=== block 1 ===
Block 1, routing congestion:
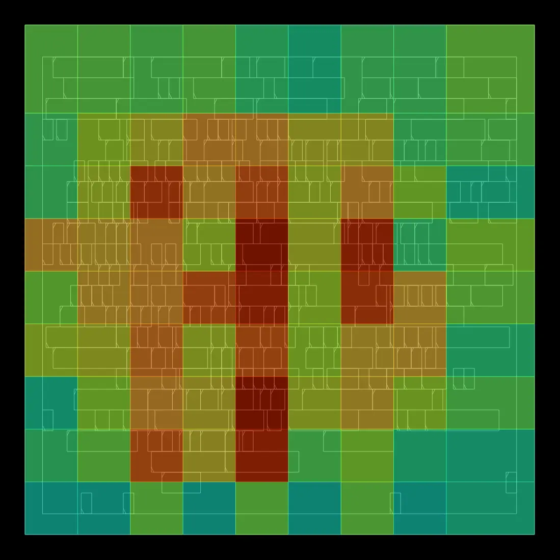

`src/rtl/sddr_init_sequencer_pkg.sv`:
```
// Shared DDR3 init definitions: command encodings, mode-register indices
// and helpers used by the init sequencer.
package sddr_pkg;

  typedef enum logic [1:0] {
    CMD_DESELECT,
    CMD_NOP,
    CMD_MRS,
    CMD_ZQCL
  } cmd_t;

  localparam int unsigned MR0 = 0;
  localparam int unsigned MR1 = 1;
  localparam int unsigned MR2 = 2;
  localparam int unsigned MR3 = 3;

  localparam int unsigned MR1_WL_BIT = 7;
  localparam int unsigned ZQCL_A10   = 10;

  // Command to {cs_n, ras_n, cas_n, we_n}.
  function automatic logic [3:0] cmd_bits(input cmd_t cmd);
    case (cmd)
      CMD_NOP:  cmd_bits = 4'b0111;
      CMD_MRS:  cmd_bits = 4'b0000;
      CMD_ZQCL: cmd_bits = 4'b0110;
      default:  cmd_bits = 4'b1111;
    endcase
  endfunction

  function automatic int unsigned max2(input int unsigned a, input int unsigned b);
    max2 = (a > b) ? a : b;
  endfunction

endpackage

```
`src/rtl/sddr_init_sequencer_delay_counter.sv`:
```
// Loadable down-counter that saturates at zero; zero_o flags expiry.
module sddr_delay_counter #(
  parameter int unsigned       WIDTH     = 8,
  parameter logic [WIDTH-1:0]  RESET_VAL = '0
) (
  input  logic             clk_i,
  input  logic             rst_i,
  input  logic             load_i,
  input  logic [WIDTH-1:0] load_val_i,
  output logic             zero_o
);

  logic [WIDTH-1:0] count_q, count_d;

  // Load takes priority; otherwise count down and hold at zero.
  always_comb begin
    count_d = count_q;
    if (load_i) begin
      count_d = load_val_i;
    end else if (count_q != '0) begin
      count_d = count_q - 1'b1;
    end
  end

  // Counter register.
  always_ff @(posedge clk_i or posedge rst_i) begin
    if (rst_i) count_q <= RESET_VAL;
    else       count_q <= count_d;
  end

  assign zero_o = (count_q == '0);

endmodule

```
`src/rtl/sddr_init_sequencer.sv`:
```
// DDR3 power-up / initialization sequencer driving the PHY command bus
// until init_done_o rises.
module sddr_init_sequencer
  import sddr_pkg::*;
#(
  parameter int unsigned BANK_BITS       = 3,
  parameter int unsigned ROW_BITS        = 13,
  parameter int unsigned DATA_BITS       = 16,
  parameter int unsigned RESET_CYCLES    = 60606,
  parameter int unsigned CKE_WAIT_CYCLES = 151516,
  parameter int unsigned TXPR_CYCLES     = 100,
  parameter int unsigned TMRD_CYCLES     = 4,
  parameter int unsigned TMOD_CYCLES     = 12,
  parameter int unsigned TZQINIT_CYCLES  = 512,
  parameter int unsigned WL_CYCLES       = 256,
  parameter logic [15:0] MR0_VAL         = 16'h0000,
  parameter logic [15:0] MR1_VAL         = 16'h0000,
  parameter logic [15:0] MR2_VAL         = 16'h0000,
  parameter logic [15:0] MR3_VAL         = 16'h0000
) (
  input  logic                                     in_ddr_clock_i,
  input  logic                                     in_ddr_reset_i,
  output logic                                     ddr3_reset_n_o,
  output logic                                     ctl_cke_o,
  output logic                                     ctl_cs_n_o,
  output logic                                     ctl_ras_n_o,
  output logic                                     ctl_cas_n_o,
  output logic                                     ctl_we_n_o,
  output logic [ROW_BITS+$clog2(DATA_BITS/8)-1:0]  ctl_addr_o,
  output logic [BANK_BITS-1:0]                     ctl_ba_o,
  output logic                                     ctl_odt_o,
  output logic                                     ctl_write_level_o,
  output logic                                     init_done_o
);

  localparam int unsigned AW   = ROW_BITS + $clog2(DATA_BITS / 8);
  localparam int unsigned MAXC = max2(max2(max2(RESET_CYCLES, CKE_WAIT_CYCLES),
                                           max2(TXPR_CYCLES, TMRD_CYCLES)),
                                      max2(max2(TMOD_CYCLES, TZQINIT_CYCLES), WL_CYCLES));
  localparam int unsigned CW   = (MAXC > 1) ? $clog2(MAXC) : 1;

  if (RESET_CYCLES == 0 || CKE_WAIT_CYCLES == 0 || TXPR_CYCLES == 0 ||
      TMRD_CYCLES == 0 || TMOD_CYCLES == 0 || TZQINIT_CYCLES == 0) begin : g_bad_timing
    $error("sddr_init_sequencer: only WL_CYCLES may be zero");
  end

  // Each command state lasts its full tX: the command is issued on the
  // entry cycle and the remaining cycles are the post-command wait.
  typedef enum logic [3:0] {
    S_RESET_HOLD, S_CKE_WAIT, S_TXPR, S_MRS2, S_MRS3, S_MRS1, S_MRS0,
    S_ZQCL, S_WL_ENTER, S_WL_ACTIVE, S_WL_EXIT, S_DONE
  } state_t;

  state_t          state_q, state_d;
  logic            cnt_load;
  logic [CW-1:0]   cnt_load_val;
  logic            cnt_zero;
  cmd_t            cmd;

  logic            reset_n_q, reset_n_d;
  logic            cke_q, cke_d;
  logic [3:0]      cmd_q, cmd_d;
  logic [AW-1:0]   addr_q, addr_d;
  logic [BANK_BITS-1:0] ba_q, ba_d;
  logic            odt_q, odt_d;
  logic            wl_q, wl_d;
  logic            done_q, done_d;

  function automatic logic [CW-1:0] span(input int unsigned cycles);
    span = CW'(cycles - 1);
  endfunction

  sddr_delay_counter #(
    .WIDTH     (CW),
    .RESET_VAL (CW'(RESET_CYCLES - 1))
  ) u_delay (
    .clk_i      (in_ddr_clock_i),
    .rst_i      (in_ddr_reset_i),
    .load_i     (cnt_load),
    .load_val_i (cnt_load_val),
    .zero_o     (cnt_zero)
  );

  // State register.
  always_ff @(posedge in_ddr_clock_i or posedge in_ddr_reset_i) begin
    if (in_ddr_reset_i) state_q <= S_RESET_HOLD;
    else                state_q <= state_d;
  end

  // Next state: advance when the counter expires, loading the new span.
  always_comb begin
    state_d      = state_q;
    cnt_load     = 1'b0;
    cnt_load_val = '0;
    if (cnt_zero) begin
      unique case (state_q)
        S_RESET_HOLD: begin state_d = S_CKE_WAIT;  cnt_load_val = span(CKE_WAIT_CYCLES); end
        S_CKE_WAIT:   begin state_d = S_TXPR;      cnt_load_val = span(TXPR_CYCLES);     end
        S_TXPR:       begin state_d = S_MRS2;      cnt_load_val = span(TMRD_CYCLES);     end
        S_MRS2:       begin state_d = S_MRS3;      cnt_load_val = span(TMRD_CYCLES);     end
        S_MRS3:       begin state_d = S_MRS1;      cnt_load_val = span(TMRD_CYCLES);     end
        S_MRS1:       begin state_d = S_MRS0;      cnt_load_val = span(TMOD_CYCLES);     end
        S_MRS0:       begin state_d = S_ZQCL;      cnt_load_val = span(TZQINIT_CYCLES);  end
        S_ZQCL: begin
          if (WL_CYCLES == 0) begin
            state_d = S_DONE;
          end else begin
            state_d      = S_WL_ENTER;
            cnt_load_val = span(TMOD_CYCLES);
          end
        end
        S_WL_ENTER:   begin state_d = S_WL_ACTIVE; cnt_load_val = span(WL_CYCLES);       end
        S_WL_ACTIVE:  begin state_d = S_WL_EXIT;   cnt_load_val = span(TMOD_CYCLES);     end
        S_WL_EXIT:    state_d = S_DONE;
        S_DONE:       state_d = S_DONE;
        default:      state_d = S_RESET_HOLD;
      endcase
      cnt_load = (state_d != state_q);
    end
  end

  // Outputs for the upcoming cycle, decoded from the next state.
  always_comb begin
    cmd       = CMD_NOP;
    ba_d      = '0;
    addr_d    = '0;
    reset_n_d = (state_d != S_RESET_HOLD);
    cke_d     = !(state_d inside {S_RESET_HOLD, S_CKE_WAIT});
    if (!cke_d) begin
      cmd = CMD_DESELECT;
    end else if (cnt_load) begin
      unique case (state_d)
        S_MRS2:     begin cmd = CMD_MRS; ba_d = BANK_BITS'(MR2); addr_d = AW'(MR2_VAL); end
        S_MRS3:     begin cmd = CMD_MRS; ba_d = BANK_BITS'(MR3); addr_d = AW'(MR3_VAL); end
        S_MRS1:     begin cmd = CMD_MRS; ba_d = BANK_BITS'(MR1); addr_d = AW'(MR1_VAL); end
        S_MRS0:     begin cmd = CMD_MRS; ba_d = BANK_BITS'(MR0); addr_d = AW'(MR0_VAL); end
        S_ZQCL:     begin cmd = CMD_ZQCL; addr_d = AW'(32'd1 << ZQCL_A10); end
        S_WL_ENTER: begin
          cmd    = CMD_MRS;
          ba_d   = BANK_BITS'(MR1);
          addr_d = AW'(MR1_VAL | 16'(32'd1 << MR1_WL_BIT));
        end
        S_WL_EXIT:  begin cmd = CMD_MRS; ba_d = BANK_BITS'(MR1); addr_d = AW'(MR1_VAL); end
        default:    cmd = CMD_NOP;
      endcase
    end
    cmd_d  = cmd_bits(cmd);
    wl_d   = (state_d == S_WL_ACTIVE);
    odt_d  = (state_d == S_WL_ACTIVE);
    done_d = (state_d == S_DONE);
  end

  // Output registers.
  always_ff @(posedge in_ddr_clock_i or posedge in_ddr_reset_i) begin
    if (in_ddr_reset_i) begin
      reset_n_q <= 1'b0;
      cke_q     <= 1'b0;
      cmd_q     <= 4'b1111;
      addr_q    <= '0;
      ba_q      <= '0;
      odt_q     <= 1'b0;
      wl_q      <= 1'b0;
      done_q    <= 1'b0;
    end else begin
      reset_n_q <= reset_n_d;
      cke_q     <= cke_d;
      cmd_q     <= cmd_d;
      addr_q    <= addr_d;
      ba_q      <= ba_d;
      odt_q     <= odt_d;
      wl_q      <= wl_d;
      done_q    <= done_d;
    end
  end

  assign ddr3_reset_n_o    = reset_n_q;
  assign ctl_cke_o         = cke_q;
  assign {ctl_cs_n_o, ctl_ras_n_o, ctl_cas_n_o, ctl_we_n_o} = cmd_q;
  assign ctl_addr_o        = addr_q;
  assign ctl_ba_o          = ba_q;
  assign ctl_odt_o         = odt_q;
  assign ctl_write_level_o = wl_q;
  assign init_done_o       = done_q;

endmodule

```
`config.mk`:
```
export PLATFORM = sky130hd
export DESIGN_NAME = sddr_init_sequencer
export DESIGN_NICKNAME = d
export VERILOG_FILES = /design/src/rtl/sddr_init_sequencer_pkg.sv /design/src/rtl/sddr_init_sequencer_delay_counter.sv /design/src/rtl/sddr_init_sequencer.sv
export SDC_FILE = /design/constraint.sdc
export NUM_CORES = 1
export LEC_CHECK = 0
export ABC_AREA = 1
export CORE_MARGIN = 2
export CORE_UTILIZATION = 55
export CTS_BUF_LIST = sky130_fd_sc_hd__clkbuf_8 sky130_fd_sc_hd__clkbuf_16
export DETAILED_ROUTE_END_ITERATION = 8
export PLACE_DENSITY = 0.79
export SYNTH_ARGS = -nofsm -noshare
export SYNTH_HDL_FRONTEND = slang
export SYNTH_SLANG_ARGS = --single-unit
```
`constraint.sdc`:
```
create_clock -name in_ddr_clock_i -period 4.7 [get_ports in_ddr_clock_i]
set_clock_uncertainty 0.05 [all_clocks]
set_input_delay 0.94 -clock in_ddr_clock_i [delete_from_list [all_inputs] [get_ports in_ddr_clock_i]]
set_output_delay 0.94 -clock in_ddr_clock_i [all_outputs]
set_load 0.05 [all_outputs]
```
=== block 2 ===
===== src/rtl/jcounter_param.sv =====
// jcounter_param: parametrised Johnson (twisted-ring) counter with enable,
// up/down stepping, raw parallel load, illegal-state self-correction,
// binary phase decode and a registered wrap pulse.
module jcounter_param #(
  parameter int WIDTH = 4,
  parameter int PW    = $clog2(2 * WIDTH)
) (
  input  logic             in_clk,
  input  logic             in_clr_n,
  input  logic             in_en,
  input  logic             in_dir,
  input  logic             in_load,
  input  logic [WIDTH-1:0] in_load_val,
  output logic [WIDTH-1:0] o_q,
  output logic [PW-1:0]    o_phase,
  output logic             o_wrap,
  output logic             o_illegal
);

  localparam int SEQ_LEN = 2 * WIDTH;

  logic [WIDTH-1:0] q_next;
  logic             wrap_next;

  // Legal ring pattern for phase k: phases 0..W fill ones in from the top
  // bit downwards, phases W+1..2W-1 drain them back out from the top.
  function automatic logic [WIDTH-1:0] phase_pattern(input int k);
    logic [WIDTH-1:0] p;
    p = '0;
    for (int i = 0; i < WIDTH; i++) begin
      if (k <= WIDTH) begin
        p[i] = (i >= WIDTH - k);
      end else begin
        p[i] = (i <= SEQ_LEN - 1 - k);
      end
    end
    return p;
  endfunction

  // Decode the ring into a phase index; anything matching no phase is illegal
  // and reports phase 0.
  always_comb begin
    o_illegal = 1'b1;
    o_phase   = '0;
    for (int k = 0; k < SEQ_LEN; k++) begin
      if (o_q == phase_pattern(k)) begin
        o_illegal = 1'b0;
        o_phase   = PW'(k);
      end
    end
  end

  // Next-state selection: load beats correction, correction beats stepping.
  // The wrap flag only comes from a genuine step across the phase 0 boundary.
  always_comb begin
    q_next    = o_q;
    wrap_next = 1'b0;
    if (in_load) begin
      q_next = in_load_val;
    end else if (o_illegal) begin
      q_next = '0;
    end else if (in_en) begin
      if (in_dir) begin
        q_next    = {~o_q[0], o_q[WIDTH-1:1]};
        wrap_next = (o_phase == PW'(SEQ_LEN - 1));
      end else begin
        q_next    = {o_q[WIDTH-2:0], ~o_q[WIDTH-1]};
        wrap_next = (o_phase == '0);
      end
    end
  end

  // Ring and wrap registers; the active-low clear overrides everything.
  always_ff @(posedge in_clk) begin
    if (!in_clr_n) begin
      o_q    <= '0;
      o_wrap <= 1'b0;
    end else begin
      o_q    <= q_next;
      o_wrap <= wrap_next;
    end
  end

endmodule


===== config.mk =====
export PLATFORM = sky130hd
export DESIGN_NAME = jcounter_param
export DESIGN_NICKNAME = d
export VERILOG_FILES = /design/src/rtl/jcounter_param.sv
export SDC_FILE = /design/constraint.sdc
export NUM_CORES = 1
export LEC_CHECK = 0
export ABC_AREA = 1
export CAP_MARGIN = 0
export CORE_AREA = 2 2 39 41
export CTS_BUF_LIST = sky130_fd_sc_hd__clkbuf_16
export CTS_CLUSTER_DIAMETER = 80
export DETAILED_ROUTE_END_ITERATION = 10
export DIE_AREA = 0 0 41 43
export PLACE_DENSITY_LB_ADDON = 0.08
export SYNTH_ARGS = -nofsm -noshare
export SYNTH_HDL_FRONTEND = slang
export SYNTH_SLANG_ARGS = --single-unit

===== constraint.sdc =====
create_clock -name in_clk -period 2.14 [get_ports in_clk]
set_input_delay 0.428 -clock in_clk [delete_from_list [all_inputs] [get_ports in_clk]]
set_output_delay 0.428 -clock in_clk [all_outputs]
set_load 0.1 [all_outputs]

=== block 3 ===
$ cat config.mk
export PLATFORM = sky130hd
export DESIGN_NAME = addsub_sequencer_flat
export DESIGN_NICKNAME = d
export VERILOG_FILES = /design/src/rtl/addsub_sequencer_pkg.sv /design/src/rtl/addsub_sequencer_if.sv /design/src/rtl/addsub_sequencer_flags.sv /design/src/rtl/addsub_sequencer.sv /design/src/flat_wrapper.sv
export SDC_FILE = /design/constraint.sdc
export NUM_CORES = 1
export LEC_CHECK = 0
export ABC_CLOCK_PERIOD_IN_PS = 1900
export CAP_MARGIN = 5
export CORE_ASPECT_RATIO = 1.1
export CORE_MARGIN = 2
export CORE_UTILIZATION = 43
export DETAILED_ROUTE_END_ITERATION = 10
export PLACE_DENSITY = 0.78
export SETUP_SLACK_MARGIN = 0.3
export SLEW_MARGIN = 30
export SYNTH_ARGS = -nofsm -noshare
export SYNTH_HDL_FRONTEND = slang
export SYNTH_SLANG_ARGS = --single-unit
$ cat constraint.sdc
create_clock -name clk -period 1.9 [get_ports clk]
set_clock_uncertainty 0.2 [all_clocks]
set_input_delay 0.475 -clock clk [delete_from_list [all_inputs] [get_ports clk]]
set_output_delay 0.475 -clock clk [all_outputs]
set_load 0.02 [all_outputs]
$ cat src/rtl/addsub_sequencer_pkg.sv
`default_nettype none
// +--------------------------------------------------------------------+
// | addsub_sequencer_pkg : state and opcode encodings for the sequencer |
// | Revision 1.0                                                       |
// +--------------------------------------------------------------------+
package addsub_sequencer_pkg;

  typedef enum logic [1:0] {
    IDLE = 2'd0,
    EXEC = 2'd1,
    CAPT = 2'd2
  } state_e;

  localparam logic OP_ADD = 1'b0;
  localparam logic OP_SUB = 1'b1;

endpackage
`default_nettype wire

$ cat src/rtl/addsub_sequencer_if.sv
`default_nettype none
// +--------------------------------------------------------------------+
// | addsub_sequencer_if : operand bus, adder link and result flags      |
// | Revision 1.0                                                       |
// +--------------------------------------------------------------------+
interface addsub_sequencer_if #(
  parameter int W = 4
);
  logic [W-1:0] din;
  logic         load_a;
  logic         load_b;
  logic         op;
  logic         go;
  logic [W-1:0] add_a;
  logic [W-1:0] add_b;
  logic         add_ci;
  logic [W-1:0] add_s;
  logic         add_co;
  logic [W-1:0] result;
  logic         carry;
  logic         ovf;
  logic         zero;
  logic         busy;
  logic         done;

  // Sequencer side
  modport slave (
    input  din, load_a, load_b, op, go, add_s, add_co,
    output add_a, add_b, add_ci, result, carry, ovf, zero, busy, done
  );

  // Environment side: operand source plus the external adder
  modport master (
    output din, load_a, load_b, op, go, add_s, add_co,
    input  add_a, add_b, add_ci, result, carry, ovf, zero, busy, done
  );
endinterface
`default_nettype wire

$ cat src/rtl/addsub_sequencer_flags.sv
`default_nettype none
// +--------------------------------------------------------------------+
// | addsub_flags : combinational zero and two's-complement overflow     |
// | Revision 1.0                                                       |
// +--------------------------------------------------------------------+
module addsub_flags #(
  parameter int W = 4
) (
  input  wire logic         a_msb_i,
  input  wire logic         b_msb_i,
  input  wire logic [W-1:0] s_i,
  output logic              zero_o,
  output logic              ovf_o
);
  import addsub_sequencer_pkg::*;

  // b_msb_i is the MSB after the subtract inversion, so one rule covers add and sub
  assign zero_o = (s_i == '0);
  assign ovf_o  = (a_msb_i == b_msb_i) && (s_i[W-1] != a_msb_i);

endmodule
`default_nettype wire

$ cat src/rtl/addsub_sequencer.sv
`default_nettype none
// +--------------------------------------------------------------------+
// | addsub_sequencer : operand capture and add/sub control for an       |
// | external ripple adder; registers result and flags. Revision 1.0    |
// +--------------------------------------------------------------------+
module addsub_sequencer #(
  parameter int W = 4
) (
  input  wire logic         clk,
  input  wire logic         reset,
  addsub_sequencer_if.slave bus
);
  import addsub_sequencer_pkg::*;

  state_e       state_q, state_d;
  logic [W-1:0] a_q, a_d;
  logic [W-1:0] b_q, b_d;
  logic         op_q, op_d;
  logic         a_vld_q, a_vld_d;
  logic         b_vld_q, b_vld_d;
  logic [W-1:0] result_q, result_d;
  logic         carry_q, carry_d;
  logic         ovf_q, ovf_d;
  logic         zero_q, zero_d;
  logic         done_q, done_d;

  logic [W-1:0] w_add_b;
  logic         w_zero;
  logic         w_ovf;

  assign w_add_b    = b_q ^ {W{op_q}};
  assign bus.add_a  = a_q;
  assign bus.add_b  = w_add_b;
  assign bus.add_ci = (op_q == OP_SUB);

  addsub_flags #(.W(W)) u_flags (
    .a_msb_i (a_q[W-1]),
    .b_msb_i (w_add_b[W-1]),
    .s_i     (bus.add_s),
    .zero_o  (w_zero),
    .ovf_o   (w_ovf)
  );

  always_ff @(posedge clk) begin
    if (reset) begin
      state_q  <= IDLE;
      a_q      <= '0;
      b_q      <= '0;
      op_q     <= OP_ADD;
      a_vld_q  <= 1'b0;
      b_vld_q  <= 1'b0;
      result_q <= '0;
      carry_q  <= 1'b0;
      ovf_q    <= 1'b0;
      zero_q   <= 1'b0;
      done_q   <= 1'b0;
    end else begin
      state_q  <= state_d;
      a_q      <= a_d;
      b_q      <= b_d;
      op_q     <= op_d;
      a_vld_q  <= a_vld_d;
      b_vld_q  <= b_vld_d;
      result_q <= result_d;
      carry_q  <= carry_d;
      ovf_q    <= ovf_d;
      zero_q   <= zero_d;
      done_q   <= done_d;
    end
  end

  always_comb begin
    state_d  = state_q;
    a_d      = a_q;
    b_d      = b_q;
    op_d     = op_q;
    a_vld_d  = a_vld_q;
    b_vld_d  = b_vld_q;
    result_d = result_q;
    carry_d  = carry_q;
    ovf_d    = ovf_q;
    zero_d   = zero_q;
    done_d   = 1'b0;
    unique case (state_q)
      IDLE: begin
        if (bus.load_a) begin
          a_d     = bus.din;
          a_vld_d = 1'b1;
        end
        if (bus.load_b) begin
          b_d     = bus.din;
          b_vld_d = 1'b1;
        end
        // go qualifies on the flags held before this cycle's loads
        if (bus.go && a_vld_q && b_vld_q) begin
          op_d    = bus.op;
          state_d = EXEC;
        end
      end
      EXEC: state_d = CAPT;
      CAPT: begin
        result_d = bus.add_s;
        carry_d  = bus.add_co;
        zero_d   = w_zero;
        ovf_d    = w_ovf;
        done_d   = 1'b1;
        state_d  = IDLE;
      end
      default: state_d = IDLE;
    endcase
  end

  assign bus.result = result_q;
  assign bus.carry  = carry_q;
  assign bus.ovf    = ovf_q;
  assign bus.zero   = zero_q;
  assign bus.done   = done_q;
  assign bus.busy   = (state_q == EXEC) || (state_q == CAPT);

endmodule
`default_nettype wire
$ cat src/flat_wrapper.sv
// flat-port wrapper written by rule: the top's interface ports become plain ports
module addsub_sequencer_flat import addsub_sequencer_pkg::*;
#(
  parameter int W = 4
)
  (clk, reset, bus_din, bus_load_a, bus_load_b, bus_op, bus_go, bus_add_s, bus_add_co, bus_add_a, bus_add_b, bus_add_ci, bus_result, bus_carry, bus_ovf, bus_zero, bus_busy, bus_done);
  addsub_sequencer_if #(.W(W)) bus_i ();
  input  wire logic clk;
  input  wire logic reset;
  input wire logic [$bits(bus_i.din)-1:0] bus_din;
  input wire logic [$bits(bus_i.load_a)-1:0] bus_load_a;
  input wire logic [$bits(bus_i.load_b)-1:0] bus_load_b;
  input wire logic [$bits(bus_i.op)-1:0] bus_op;
  input wire logic [$bits(bus_i.go)-1:0] bus_go;
  input wire logic [$bits(bus_i.add_s)-1:0] bus_add_s;
  input wire logic [$bits(bus_i.add_co)-1:0] bus_add_co;
  output wire logic [$bits(bus_i.add_a)-1:0] bus_add_a;
  output wire logic [$bits(bus_i.add_b)-1:0] bus_add_b;
  output wire logic [$bits(bus_i.add_ci)-1:0] bus_add_ci;
  output wire logic [$bits(bus_i.result)-1:0] bus_result;
  output wire logic [$bits(bus_i.carry)-1:0] bus_carry;
  output wire logic [$bits(bus_i.ovf)-1:0] bus_ovf;
  output wire logic [$bits(bus_i.zero)-1:0] bus_zero;
  output wire logic [$bits(bus_i.busy)-1:0] bus_busy;
  output wire logic [$bits(bus_i.done)-1:0] bus_done;
  assign bus_i.din = bus_din;
  assign bus_i.load_a = bus_load_a;
  assign bus_i.load_b = bus_load_b;
  assign bus_i.op = bus_op;
  assign bus_i.go = bus_go;
  assign bus_i.add_s = bus_add_s;
  assign bus_i.add_co = bus_add_co;
  assign bus_add_a = bus_i.add_a;
  assign bus_add_b = bus_i.add_b;
  assign bus_add_ci = bus_i.add_ci;
  assign bus_result = bus_i.result;
  assign bus_carry = bus_i.carry;
  assign bus_ovf = bus_i.ovf;
  assign bus_zero = bus_i.zero;
  assign bus_busy = bus_i.busy;
  assign bus_done = bus_i.done;
  addsub_sequencer #(.W(W)) u_core (.clk(clk), .reset(reset), .bus(bus_i));
endmodule
=== block 4 ===
[config.mk]
export PLATFORM = sky130hd
export DESIGN_NAME = mem_stage
export DESIGN_NICKNAME = d
export VERILOG_FILES = /design/src/rtl/mem_stage.sv
export SDC_FILE = /design/constraint.sdc
export NUM_CORES = 1
export LEC_CHECK = 0
export CAP_MARGIN = 20
export CORE_MARGIN = 3
export CORE_UTILIZATION = 41
export CTS_CLUSTER_SIZE = 12
export DETAILED_ROUTE_END_ITERATION = 16
export GPL_ROUTABILITY_DRIVEN = 0
export PLACE_DENSITY = 0.78
export SYNTH_ARGS = -nofsm -noshare
export SYNTH_HDL_FRONTEND = slang
export SYNTH_SLANG_ARGS = --single-unit
[constraint.sdc]
create_clock -name clk -period 2.2 [get_ports clk]
set_clock_uncertainty 0.2 [all_clocks]
set_input_delay 0.22 -clock clk [delete_from_list [all_inputs] [get_ports clk]]
set_output_delay 0.22 -clock clk [all_outputs]
set_load 0.005 [all_outputs]
[src/rtl/mem_stage.sv]
// mem_stage: memory pipeline stage.
// Holds the EX/MEM slot, runs a single-outstanding load/store unit against a
// req/gnt/rvalid data-memory port, and drives the MEM/WB register together
// with the forwarding values used by the execute stage.
module mem_stage #(
  parameter int Size = 32
) (
  input  logic            clk,
  input  logic            rst_n,
  // execute-stage slot
  input  logic            ValidE,
  input  logic [Size-1:0] ALUResultE,
  input  logic [Size-1:0] WriteDataE,
  input  logic [Size-1:0] PCPlus4E,
  input  logic [4:0]      RdE,
  input  logic            RegWriteE,
  input  logic            MemReadE,
  input  logic            MemWriteE,
  input  logic [2:0]      Funct3E,
  input  logic [1:0]      ResultSrcE,
  // hazard / forwarding
  output logic            StallM,
  output logic [Size-1:0] ALUResultM,
  output logic [4:0]      RdM,
  output logic            RegWriteM,
  // data-memory port
  output logic            dmem_req,
  output logic            dmem_we,
  output logic [Size-1:0] dmem_addr,
  output logic [3:0]      dmem_be,
  output logic [Size-1:0] dmem_wdata,
  input  logic            dmem_gnt,
  input  logic            dmem_rvalid,
  input  logic [Size-1:0] dmem_rdata,
  // writeback
  output logic [Size-1:0] ResultW,
  output logic [4:0]      RdW,
  output logic            RegWriteW,
  output logic            MisalignM
);

  typedef enum logic [1:0] {
    IDLE = 2'b00,
    REQ  = 2'b01,
    WAIT = 2'b10
  } state_t;

  // Byte enables for a store of the given width at the given byte offset.
  function automatic logic [3:0] store_be(input logic [2:0] f3, input logic [1:0] off);
    logic [3:0] be;
    case (f3)
      3'b000:  be = 4'b0001 << off;
      3'b001:  be = off[1] ? 4'b1100 : 4'b0011;
      default: be = 4'b1111;
    endcase
    return be;
  endfunction

  // Store data replicated across every lane so the byte enables pick the lane.
  function automatic logic [Size-1:0] store_data(input logic [2:0] f3, input logic [Size-1:0] d);
    logic [Size-1:0] w;
    case (f3)
      3'b000:  w = {(Size/8){d[7:0]}};
      3'b001:  w = {(Size/16){d[15:0]}};
      default: w = d;
    endcase
    return w;
  endfunction

  // Extract and extend the addressed byte/half of a returned load word.
  function automatic logic [Size-1:0] load_extend(input logic [2:0] f3, input logic [1:0] off,
                                                  input logic [Size-1:0] word);
    logic [7:0]      b;
    logic [15:0]     h;
    logic [Size-1:0] r;
    case (off)
      2'b00:   b = word[7:0];
      2'b01:   b = word[15:8];
      2'b10:   b = word[23:16];
      default: b = word[31:24];
    endcase
    h = off[1] ? word[31:16] : word[15:0];
    case (f3)
      3'b000:  r = {{(Size-8){b[7]}}, b};
      3'b001:  r = {{(Size-16){h[15]}}, h};
      3'b100:  r = {{(Size-8){1'b0}}, b};
      3'b101:  r = {{(Size-16){1'b0}}, h};
      default: r = word;
    endcase
    return r;
  endfunction

  // True when a memory op cannot be issued: read+write together, a width code
  // that does not exist for this direction, or an address not aligned to it.
  function automatic logic bad_access(input logic rd, input logic wr,
                                      input logic [2:0] f3, input logic [1:0] off);
    logic bad;
    if (rd && wr) begin
      bad = 1'b1;
    end else begin
      case (f3)
        3'b000:  bad = 1'b0;
        3'b001:  bad = off[0];
        3'b010:  bad = (off != 2'b00);
        3'b100:  bad = wr;
        3'b101:  bad = wr | off[0];
        default: bad = 1'b1;
      endcase
    end
    return bad;
  endfunction

  // M slot
  logic            valid_m_r;
  logic [Size-1:0] alu_m_r;
  logic [Size-1:0] wdata_m_r;
  logic [Size-1:0] pc4_m_r;
  logic [4:0]      rd_m_r;
  logic            regwrite_m_r;
  logic            memread_m_r;
  logic            memwrite_m_r;
  logic [2:0]      funct3_m_r;
  logic [1:0]      resultsrc_m_r;

  // W slot
  logic [Size-1:0] result_w_r;
  logic [4:0]      rd_w_r;
  logic            regwrite_w_r;
  logic            misalign_r;

  state_t          state_r;
  state_t          state_next_s;

  logic            mem_op_s;
  logic            illegal_s;
  logic            legal_s;
  logic            req_s;
  logic            retire_s;
  logic            stall_s;
  logic [Size-1:0] wb_result_s;

  assign mem_op_s  = valid_m_r & (memread_m_r | memwrite_m_r);
  assign illegal_s = mem_op_s & bad_access(memread_m_r, memwrite_m_r, funct3_m_r, alu_m_r[1:0]);
  assign legal_s   = mem_op_s & ~illegal_s;

  // Next-state and handshake decode; an issuable op in IDLE requests at once.
  always_comb begin
    state_next_s = IDLE;
    req_s        = 1'b0;
    retire_s     = 1'b0;
    case (state_r)
      IDLE, REQ: begin
        if (legal_s) begin
          req_s = 1'b1;
          if (dmem_gnt) begin
            if (memwrite_m_r) begin
              retire_s     = 1'b1;
              state_next_s = IDLE;
            end else begin
              state_next_s = WAIT;
            end
          end else begin
            state_next_s = REQ;
          end
        end else begin
          // non-memory op, bubble, or illegal access leaves in one cycle
          retire_s     = 1'b1;
          state_next_s = IDLE;
        end
      end
      WAIT: begin
        if (dmem_rvalid) begin
          retire_s     = 1'b1;
          state_next_s = IDLE;
        end else begin
          state_next_s = WAIT;
        end
      end
      default: begin
        state_next_s = IDLE;
        retire_s     = 1'b0;
      end
    endcase
  end

  assign stall_s = mem_op_s & ~retire_s;

  // Writeback value selection for the instruction retiring this cycle.
  always_comb begin
    wb_result_s = alu_m_r;
    case (resultsrc_m_r)
      2'b01:   wb_result_s = load_extend(funct3_m_r, alu_m_r[1:0], dmem_rdata);
      2'b10:   wb_result_s = pc4_m_r;
      default: wb_result_s = alu_m_r;
    endcase
  end

  // Load/store FSM state register.
  always_ff @(posedge clk or negedge rst_n) begin
    if (!rst_n) begin
      state_r <= IDLE;
    end else begin
      state_r <= state_next_s;
    end
  end

  // EX/MEM register: holds while stalled, control masked for bubbles.
  always_ff @(posedge clk or negedge rst_n) begin
    if (!rst_n) begin
      valid_m_r     <= 1'b0;
      alu_m_r       <= '0;
      wdata_m_r     <= '0;
      pc4_m_r       <= '0;
      rd_m_r        <= 5'd0;
      regwrite_m_r  <= 1'b0;
      memread_m_r   <= 1'b0;
      memwrite_m_r  <= 1'b0;
      funct3_m_r    <= 3'd0;
      resultsrc_m_r <= 2'd0;
    end else if (!stall_s) begin
      valid_m_r     <= ValidE;
      alu_m_r       <= ALUResultE;
      wdata_m_r     <= WriteDataE;
      pc4_m_r       <= PCPlus4E;
      rd_m_r        <= RdE;
      regwrite_m_r  <= ValidE & RegWriteE;
      memread_m_r   <= ValidE & MemReadE;
      memwrite_m_r  <= ValidE & MemWriteE;
      funct3_m_r    <= Funct3E;
      resultsrc_m_r <= ResultSrcE;
    end else begin
      valid_m_r     <= valid_m_r;
    end
  end

  // MEM/WB register: loads on retire, otherwise inserts a bubble.
  always_ff @(posedge clk or negedge rst_n) begin
    if (!rst_n) begin
      result_w_r   <= '0;
      rd_w_r       <= 5'd0;
      regwrite_w_r <= 1'b0;
      misalign_r   <= 1'b0;
    end else begin
      misalign_r <= illegal_s;
      if (retire_s) begin
        result_w_r   <= wb_result_s;
        rd_w_r       <= rd_m_r;
        regwrite_w_r <= valid_m_r & regwrite_m_r & ~illegal_s;
      end else begin
        regwrite_w_r <= 1'b0;
      end
    end
  end

  assign StallM     = stall_s;
  assign ALUResultM = alu_m_r;
  assign RdM        = rd_m_r;
  assign RegWriteM  = valid_m_r & regwrite_m_r;

  // Request fields come straight from the M slot, which is frozen while stalled.
  assign dmem_req   = req_s;
  assign dmem_we    = req_s & memwrite_m_r;
  assign dmem_addr  = {alu_m_r[Size-1:2], 2'b00};
  assign dmem_be    = memwrite_m_r ? store_be(funct3_m_r, alu_m_r[1:0]) : 4'b1111;
  assign dmem_wdata = store_data(funct3_m_r, wdata_m_r);

  assign ResultW    = result_w_r;
  assign RdW        = rd_w_r;
  assign RegWriteW  = regwrite_w_r;
  assign MisalignM  = misalign_r;

endmodule

Block 2, cells by drive strength:
(12 px per µm)
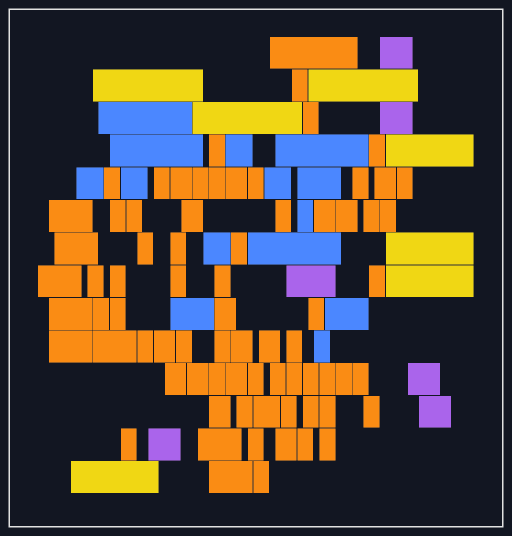
color	size	cells	share
purple	x3 and x4	6	5.9%
orange	x1 and smaller	74	73%
blue	x2	14	14%
yellow	x6 and larger	7	6.9%
Area Growth Syn to Fin: 68.3%
nonclk buf count: 17
final instance area: 743 µm²
Final WS setup: 0.430 ns

==> results.sh, block 2 <==
# source this file to load flow results
export IMPL_wire_per_inst_um=9.39
export IMPL_clk_path_buf_depth=2
export IMPL_diodes=0
export IMPL_hold_slack_ns=0.635
export IMPL_drtPass1Iterations=4
export IMPL_die_width_um=41
export IMPL_worstReg2RegEnd="o_wrap"
export IMPL_num_vias=543
export IMPL_synth_avg_cell_area_um2=5.52
export IMPL_dp_cells=113
export IMPL_finalMaxSlewViolations=0
export IMPL_antenna_found_initial=0
export IMPL_nFlopsAndLatches=5
export IMPL_placed_area_um2=664
export IMPL_synth_logic_top_family="simple AND/OR/NAND/NOR gates"
export IMPL_period_used=0.799
export IMPL_top_cells_by_area="nand2_1 27%, dfxtp_1 23%, nand3_1 15%"
export IMPL_clock_cell_area_share=0.106
export IMPL_viasPerCell=4.64
export IMPL_setup_viol=0
export IMPL_drc=0
export IMPL_ys_top_cells_by_count="32 x nand2_1, 13 x inv_1, 13 x nand3_1, 5 x dfxtp_1, 4 x nor2_2"
export IMPL_status="finished, final reports clean"
export IMPL_crit_path_end="o_illegal"
export IMPL_clk_pin_slew_ns=0.03
export IMPL_buf_share=0.266
export IMPL_hold_path_class="reg -> reg"
export IMPL_p_comb_frac=0.435
export IMPL_power_density_mw_per_mm2=989
export IMPL_post_cts_resized=0
export IMPL_hold_buffers=0
export IMPL_clock_latency_ns=0.22
export IMPL_period_minus_slack_ns=1.71
export IMPL_first_global_vias=453
export IMPL_largest_reg_flops=4
export IMPL_pre_cts_ws_ns=0.536
export IMPL_final_cell_mix="32 x nand2_1, 14 x inv_1, 13 x nand3_1"
export IMPL_pg_clk_mw=0.297
export IMPL_reg_largest_list="o_q: 4 flops, o_wrap: 1 flops"
export IMPL_intPower_mw=0.444
export IMPL_comb_area_um2=285
export IMPL_layout_top_cell="nand2_1"
export IMPL_largest_area_cell="nand2_1"
Block 1, close-up of the layout:
Region (21, 21) to (46, 46) µm. Cells in gray, sequential cells in the stronger gray; small squares are vias.
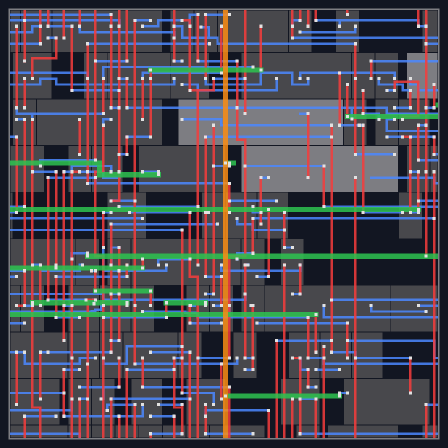
color	layer
red	M2
blue	M1
green	M3
orange	M4
most frequent	nor2_1 (11), nand2_1 (11), inv_1 (7)
sequential cells in the window	2
cells with their middle in the window	63
netlist names of flops here include	u_delay.count_q (2)

## Picture notes: 'routing congestion' of block 1
Total Routing Usage GR: 0.228
WL/cell: 12.9 µm
global routing usage on met3: 0.0625

==> results.sh, block 1 <==
# source this file to load flow results
export IMPL_rows=22
export IMPL_hold_buffers=0
export IMPL_drt_wl_total_um=4310
export IMPL_fp_util=0.583
export IMPL_cp_top_family="buffers and inverters"
export IMPL_postRouteAntennaNets=0
export IMPL_post_route_util=0.637
export IMPL_hold_start="u_delay.count_q[0]"
export IMPL_num_vias=1751
export IMPL_period_minus_slack_ns=2.59
export IMPL_topRoutingLayerUsed="met4"
export IMPL_place_gp_congestion=0.905
export IMPL_synth_distinct_cells=35
export IMPL_simple_gate_share=0.364
export IMPL_fill_cells=318
export IMPL_hold_slack_ns=0.436
export IMPL_clock_cell_area_share=0.0349
export IMPL_status="finished, final reports clean"
export IMPL_crit_required_ns=3.71
export IMPL_grt_ovfl_total=0
export IMPL_power_density_mw_per_mm2=218
export IMPL_final_cells=333
export IMPL_largest_reg_flops=18
export IMPL_switching_share=0.251
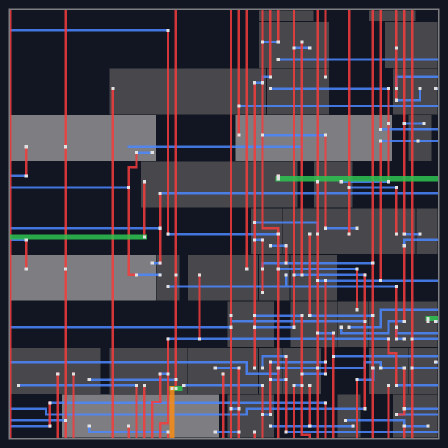
Block 4: close-up of the layout
Region (60, 60) to (85, 85) µm. Cells in gray, sequential cells in the stronger gray; small squares are vias.
color	layer
red	M2
green	M3
blue	M1
orange	M4
most frequent	dfrtp_1 (4), buf_4 (4)
cells with their middle in the window	31
sequential cells in the window	4
netlist names of flops here include	ResultW (2), pc4_m_r (2)

Block 4, cells by drive strength:
(3 px per µm)
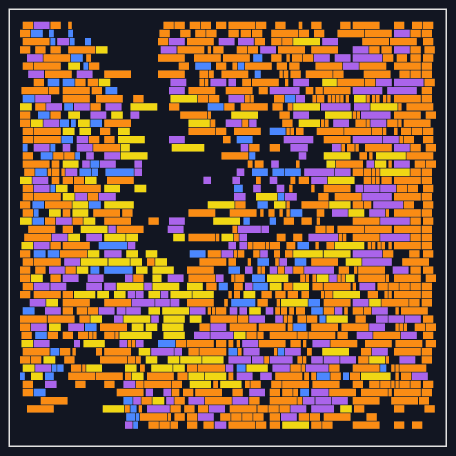
color	size	cells	share
blue	x2	90	8.5%
purple	x3 and x4	211	20%
orange	x1 and smaller	620	59%
yellow	x6 and larger	135	13%

==> results.sh, block 4 <==
# source this file to load flow results
export IMPL_drc=0
export IMPL_logic_gates=421
export IMPL_status="finished, violations left"
export IMPL_ff_type="dfrtp_1"
export IMPL_crit_path_start_kind="flop"
export IMPL_crit_fanout=7
export IMPL_ys_seq_frac=0.476
export IMPL_grt_util_met3=0.0856
export IMPL_drt_wl_total_um=31400
export IMPL_coreArea_mm2=0.0189
export IMPL_largest_cell_class="non-clock buffers"
export IMPL_clk_pin_slew_ns=0.07
export IMPL_dominant_power_group="combinational logic"
export IMPL_seq_power_share=0.347
export IMPL_crit_path_end="ALUResultM[2]"
export IMPL_max_slew_margin=0.561
export IMPL_hold_buffers=1
export IMPL_setup_slack_ns=-0.352
export IMPL_cp_num_buf_inv=5
export IMPL_synth_edff_count=0
export IMPL_hold_viol_final=0
export IMPL_comb_area_mm2=0.00436
export IMPL_wl_met1_um=11400
export IMPL_postRouteAntennaNets=0
export IMPL_violations="negative setup slack"
export IMPL_p_comb_frac=0.350
export IMPL_yosysWarnings=0
export IMPL_clkPwrFrac=0.303
export IMPL_setup_viol=176
export IMPL_drtIter0Drc=384
export IMPL_top_cells_by_area="dfrtp_1 48%, mux2_4 16%, mux2_2 6.2%"
export IMPL_rows=50
export IMPL_cts_setup_buffers=47
Block 3, the metal 2 layer:
(8 px per µm)
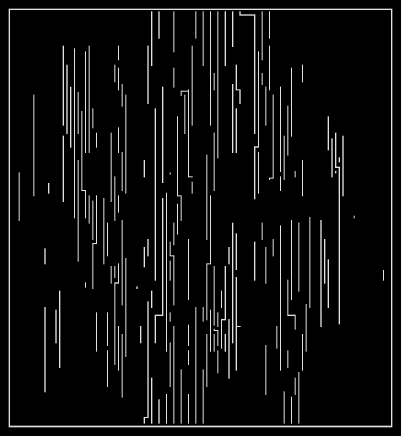
share of all routed wire	55%
main direction	vertical
wire length on this layer	1040 µm
longest straight run	21.4 µm
nets with wire on the layer	132

==> results.sh, block 3 <==
# source this file to load flow results
export IMPL_cp_arrival_ns=1.08
export IMPL_largest_area_cell="dfxtp_1"
export IMPL_tns_ns=0
export IMPL_wl_met3_um=66
export IMPL_drtIter0Drc=17
export IMPL_antenna_found_initial=0
export IMPL_cp_end_kind="primary output"
export IMPL_tool_warnings=32
export IMPL_n_all_inverters=2
export IMPL_crit_required_ns=1.22
export IMPL_hold_slack_ns=0.265
export IMPL_drtPass1Iterations=4
export IMPL_cts_made_buffers=3
export IMPL_rows=17
export IMPL_period_minus_slack_ns=1.76
export IMPL_clk_pin_slew_ns=0.10
export IMPL_crit_top_cell="buf_6"
export IMPL_yosysWarnings=0
export IMPL_seq_share=0.324
export IMPL_n_all_buffers=44
export IMPL_grt_setup_unrepaired="true"
export IMPL_compound_area_frac=0.0918
export IMPL_ys_top_cells_by_count="21 x dfxtp_1, 12 x a21oi_1, 10 x nand2_1, 10 x nand3_1, 10 x nor2_1"
export IMPL_clkPwrFrac=0.248
export IMPL_grtUsageMet2=0.282
export IMPL_hold_buffers=0
export IMPL_largest_cell_class="multi-input combinational cells"
export IMPL_ys_sh_xor=0.0598
export IMPL_wl_met1_um=772
export IMPL_crit_chain="buf_6 -> xor2_4 -> buf_6"
export IMPL_status="finished, final reports clean"
export IMPL_dominant_power_group="registers"
export IMPL_cts_setup_buffers=3
export IMPL_topRoutingLayerUsed="met4"
export IMPL_p_comb_frac=0.182
export IMPL_busiest_layer="met2"
export IMPL_drc=0
export IMPL_hold_viol_final=0
export IMPL_ys_cells=96
export IMPL_io_pins=33
export IMPL_viasPerCell=4.59
export IMPL_clock_latency_ns=0.29
export IMPL_ys_seq_frac=0.467

=== block 5 ===
Block 5, register map, names as in the netlist:
(1 px per µm)
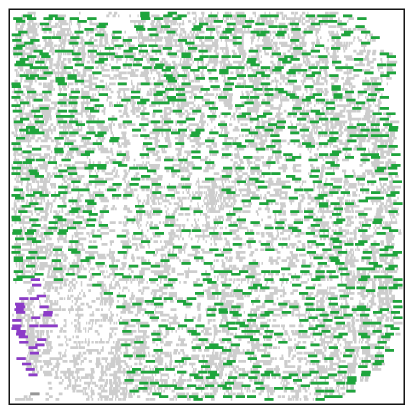
Block 5, routing congestion:
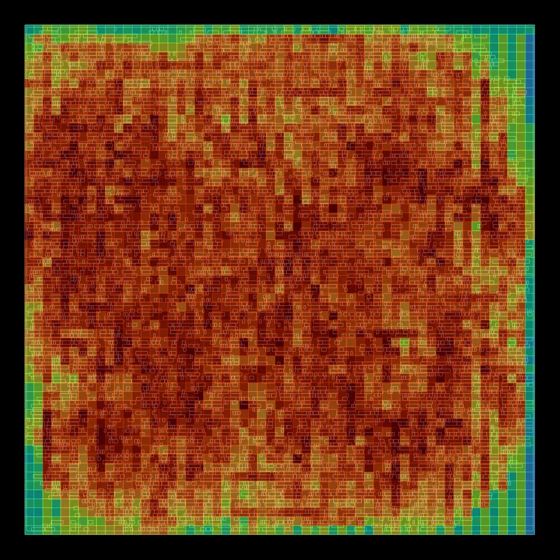
Block 5, the metal 2 layer:
(1 px per µm)
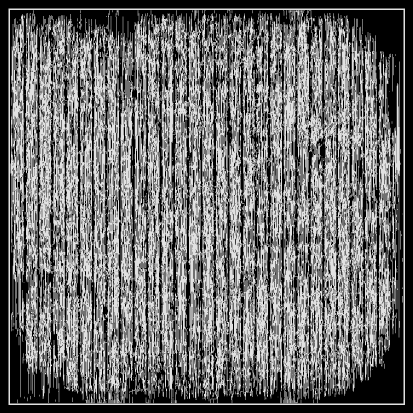
<file path="config.mk">
export PLATFORM = sky130hd
export DESIGN_NAME = regfile_sb_flat
export DESIGN_NICKNAME = d
export VERILOG_FILES = /design/src/rtl/regfile_sb_if.sv /design/src/rtl/regfile_sb.sv /design/src/flat_wrapper.sv
export SDC_FILE = /design/constraint.sdc
export NUM_CORES = 2
export LEC_CHECK = 0
export CAP_MARGIN = 20
export CORE_UTILIZATION = 44
export DETAILED_ROUTE_END_ITERATION = 10
export GPL_TIMING_DRIVEN = 0
export PLACE_DENSITY_LB_ADDON = 0.25
export RECOVER_POWER = 25
export SLEW_MARGIN = 10
export SYNTH_ARGS = -nofsm -noshare
export SYNTH_HDL_FRONTEND = slang
export SYNTH_SLANG_ARGS = --single-unit
</file>
<file path="constraint.sdc">
create_clock -name clk -period 4.9 [get_ports clk]
set_clock_uncertainty 0.15 [all_clocks]
set_input_delay 0.735 -clock clk [delete_from_list [all_inputs] [get_ports clk]]
set_output_delay 0.735 -clock clk [all_outputs]
set_load 0.02 [all_outputs]
</file>
<file path="src/rtl/regfile_sb_if.sv">
// Bus between decode/write-back (master) and the register file (slave).
// Per-port fields are packed; port k occupies slice [k*W +: W].
interface regfile_sb_if #(
    parameter int DW = 32,
    parameter int AW = 5,
    parameter int NR = 2
);
    logic [1:0]       we;
    logic [2*AW-1:0]  waddr;
    logic [2*DW-1:0]  wdata;
    logic [NR-1:0]    re;
    logic [NR*AW-1:0] raddr;
    logic [NR*DW-1:0] rdata;
    logic [NR-1:0]    rbusy;
    logic             sb_set;
    logic [AW-1:0]    sb_addr;
    logic             sb_busy_any;

    modport master (
        output we, waddr, wdata, re, raddr, sb_set, sb_addr,
        input  rdata, rbusy, sb_busy_any
    );

    modport slave (
        input  we, waddr, wdata, re, raddr, sb_set, sb_addr,
        output rdata, rbusy, sb_busy_any
    );
endinterface

</file>
<file path="src/rtl/regfile_sb.sv">
// Multi-port register file with two write-back ports, same-cycle bypass
// and a per-register pending-write scoreboard used by decode to stall.
module regfile_sb #(
    parameter int DW = 32,
    parameter int AW = 5,
    parameter int NR = 2
) (
    input  logic         clk,
    input  logic         rst,
    regfile_sb_if.slave  bus
);
    localparam int DEPTH = 1 << AW;

    logic [DW-1:0]    mem [DEPTH];
    logic [DEPTH-1:0] sb;
    logic [DEPTH-1:0] sb_clr;
    logic [DEPTH-1:0] sb_nxt;
    logic             busy_any_q;
    logic [AW-1:0]    wa0, wa1;
    logic [DW-1:0]    wd0, wd1;
    logic [NR*DW-1:0] rdata_c;
    logic [NR-1:0]    rbusy_c;

    assign wa0 = bus.waddr[0  +: AW];
    assign wa1 = bus.waddr[AW +: AW];
    assign wd0 = bus.wdata[0  +: DW];
    assign wd1 = bus.wdata[DW +: DW];

    // NOTE: every variable assigned in always_comb gets a default first, so no path can infer a latch.
    always_comb begin
        sb_clr = '0;
        if (bus.we[0]) sb_clr[wa0] = 1'b1;
        if (bus.we[1]) sb_clr[wa1] = 1'b1;
        sb_nxt = sb & ~sb_clr;
        // A new issue outranks a retiring write: the new producer is still outstanding.
        if (bus.sb_set && bus.sb_addr != '0) sb_nxt[bus.sb_addr] = 1'b1;
        sb_nxt[0] = 1'b0;
    end

    // NOTE: the storage array is reset explicitly because all entries must read zero after reset.
    // NOTE: sequential state uses non-blocking assignments; the later port-1 write therefore wins.
    always_ff @(posedge clk or negedge rst) begin
        if (!rst) begin
            for (int i = 0; i < DEPTH; i++) mem[i] <= '0;
            sb         <= '0;
            busy_any_q <= 1'b0;
        end else begin
            if (bus.we[0] && wa0 != '0) mem[wa0] <= wd0;
            if (bus.we[1] && wa1 != '0) mem[wa1] <= wd1;
            sb         <= sb_nxt;
            busy_any_q <= |sb_nxt;
        end
    end

    always_comb begin
        rdata_c = '0;
        rbusy_c = '0;
        for (int k = 0; k < NR; k++) begin
            logic [AW-1:0] ra;
            ra = bus.raddr[k*AW +: AW];
            if (rst && bus.re[k] && ra != '0) begin
                if (bus.we[1] && wa1 == ra)
                    rdata_c[k*DW +: DW] = wd1;
                else if (bus.we[0] && wa0 == ra)
                    rdata_c[k*DW +: DW] = wd0;
                else
                    rdata_c[k*DW +: DW] = mem[ra];
                // A retiring write is already bypassed, so it must not stall the reader.
                rbusy_c[k] = sb[ra] & ~sb_clr[ra];
            end
        end
    end

    assign bus.rdata       = rdata_c;
    assign bus.rbusy       = rbusy_c;
    assign bus.sb_busy_any = busy_any_q;
endmodule

</file>
<file path="src/flat_wrapper.sv">
// flat-port wrapper written by rule: the top's interface ports become plain ports
module regfile_sb_flat 
#(
    parameter int DW = 32,
    parameter int AW = 5,
    parameter int NR = 2
)
  (clk, rst, bus_we, bus_waddr, bus_wdata, bus_re, bus_raddr, bus_sb_set, bus_sb_addr, bus_rdata, bus_rbusy, bus_sb_busy_any);
  regfile_sb_if #(.DW(DW), .AW(AW), .NR(NR)) bus_i ();
  input  logic clk;
  input  logic rst;
  input wire logic [$bits(bus_i.we)-1:0] bus_we;
  input wire logic [$bits(bus_i.waddr)-1:0] bus_waddr;
  input wire logic [$bits(bus_i.wdata)-1:0] bus_wdata;
  input wire logic [$bits(bus_i.re)-1:0] bus_re;
  input wire logic [$bits(bus_i.raddr)-1:0] bus_raddr;
  input wire logic [$bits(bus_i.sb_set)-1:0] bus_sb_set;
  input wire logic [$bits(bus_i.sb_addr)-1:0] bus_sb_addr;
  output wire logic [$bits(bus_i.rdata)-1:0] bus_rdata;
  output wire logic [$bits(bus_i.rbusy)-1:0] bus_rbusy;
  output wire logic [$bits(bus_i.sb_busy_any)-1:0] bus_sb_busy_any;
  assign bus_i.we = bus_we;
  assign bus_i.waddr = bus_waddr;
  assign bus_i.wdata = bus_wdata;
  assign bus_i.re = bus_re;
  assign bus_i.raddr = bus_raddr;
  assign bus_i.sb_set = bus_sb_set;
  assign bus_i.sb_addr = bus_sb_addr;
  assign bus_rdata = bus_i.rdata;
  assign bus_rbusy = bus_i.rbusy;
  assign bus_sb_busy_any = bus_i.sb_busy_any;
  regfile_sb #(.DW(DW), .AW(AW), .NR(NR)) u_core (.clk(clk), .rst(rst), .bus(bus_i));
endmodule
</file>
==> results.sh <==
# source this file to load flow results
export IMPL_status="finished, violations left"
export IMPL_violations="negative hold slack, max-capacitance violations, max-slew violations, negative setup slack"
export IMPL_synth_area_mm2=0.0674
export IMPL_hold_slack_ns=-0.0418
export IMPL_ys_cells=6953
export IMPL_cp_depth=10
export IMPL_maxCapViolations=5
export IMPL_cts_setup_buffers=5
export IMPL_power_switching_mw=11.1
export IMPL_finalMaxSlewViolations=559
export IMPL_hold_viol_final=20
export IMPL_htree_num_levels=4
export IMPL_busiest_layer="met2"
export IMPL_p_seq_mw=13.0
export IMPL_setup_viol=30
export IMPL_first_global_vias=65900
export IMPL_power_density_mw_per_mm2=404
export IMPL_max_slew_margin=-1.48
export IMPL_post_route_util=0.519
export IMPL_viasPerCell=7.41
export IMPL_setup_slack_ns=-0.133
About 'register map, names as in the netlist' of block 5:
color	name in the netlist	placed flops	where
green	u_core.mem	1024	all over the die
purple	u_core.sb	31	south-west

About 'routing congestion' of block 5:
global routing usage on met3: 0.252
WL/cell: 45.3 µm
Total Routing Usage GR: 0.540
GRT met1 Usage: 0.646

About 'the metal 2 layer' of block 5:
main direction	vertical
share of all routed wire	39%
nets with wire on the layer	5942



==> notes/layouts.md <==
Pictures saved along the way, in no particular order.

The metal 2 layer.
panel A
(8 px per µm)
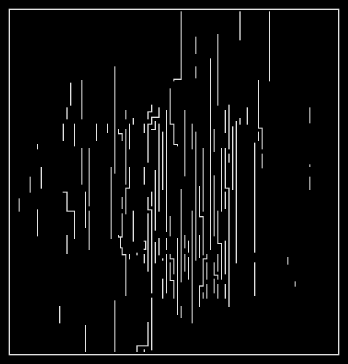
panel B
(2 px per µm)
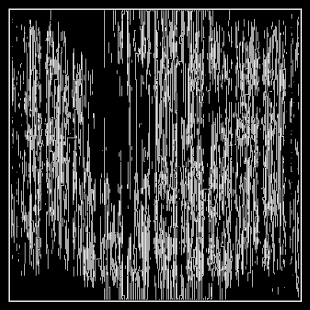
panel C
(6 px per µm)
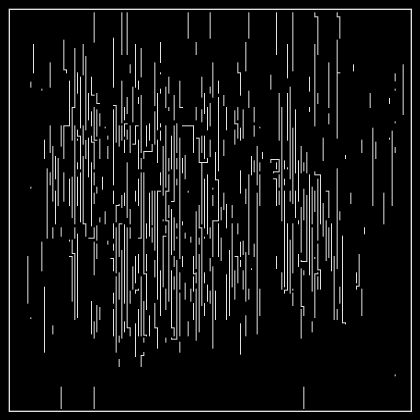
Panel A is block 2.
Panel B is block 4.
Panel C is block 1.
Of these, largest die: panel B
Of these, smallest die: panel A

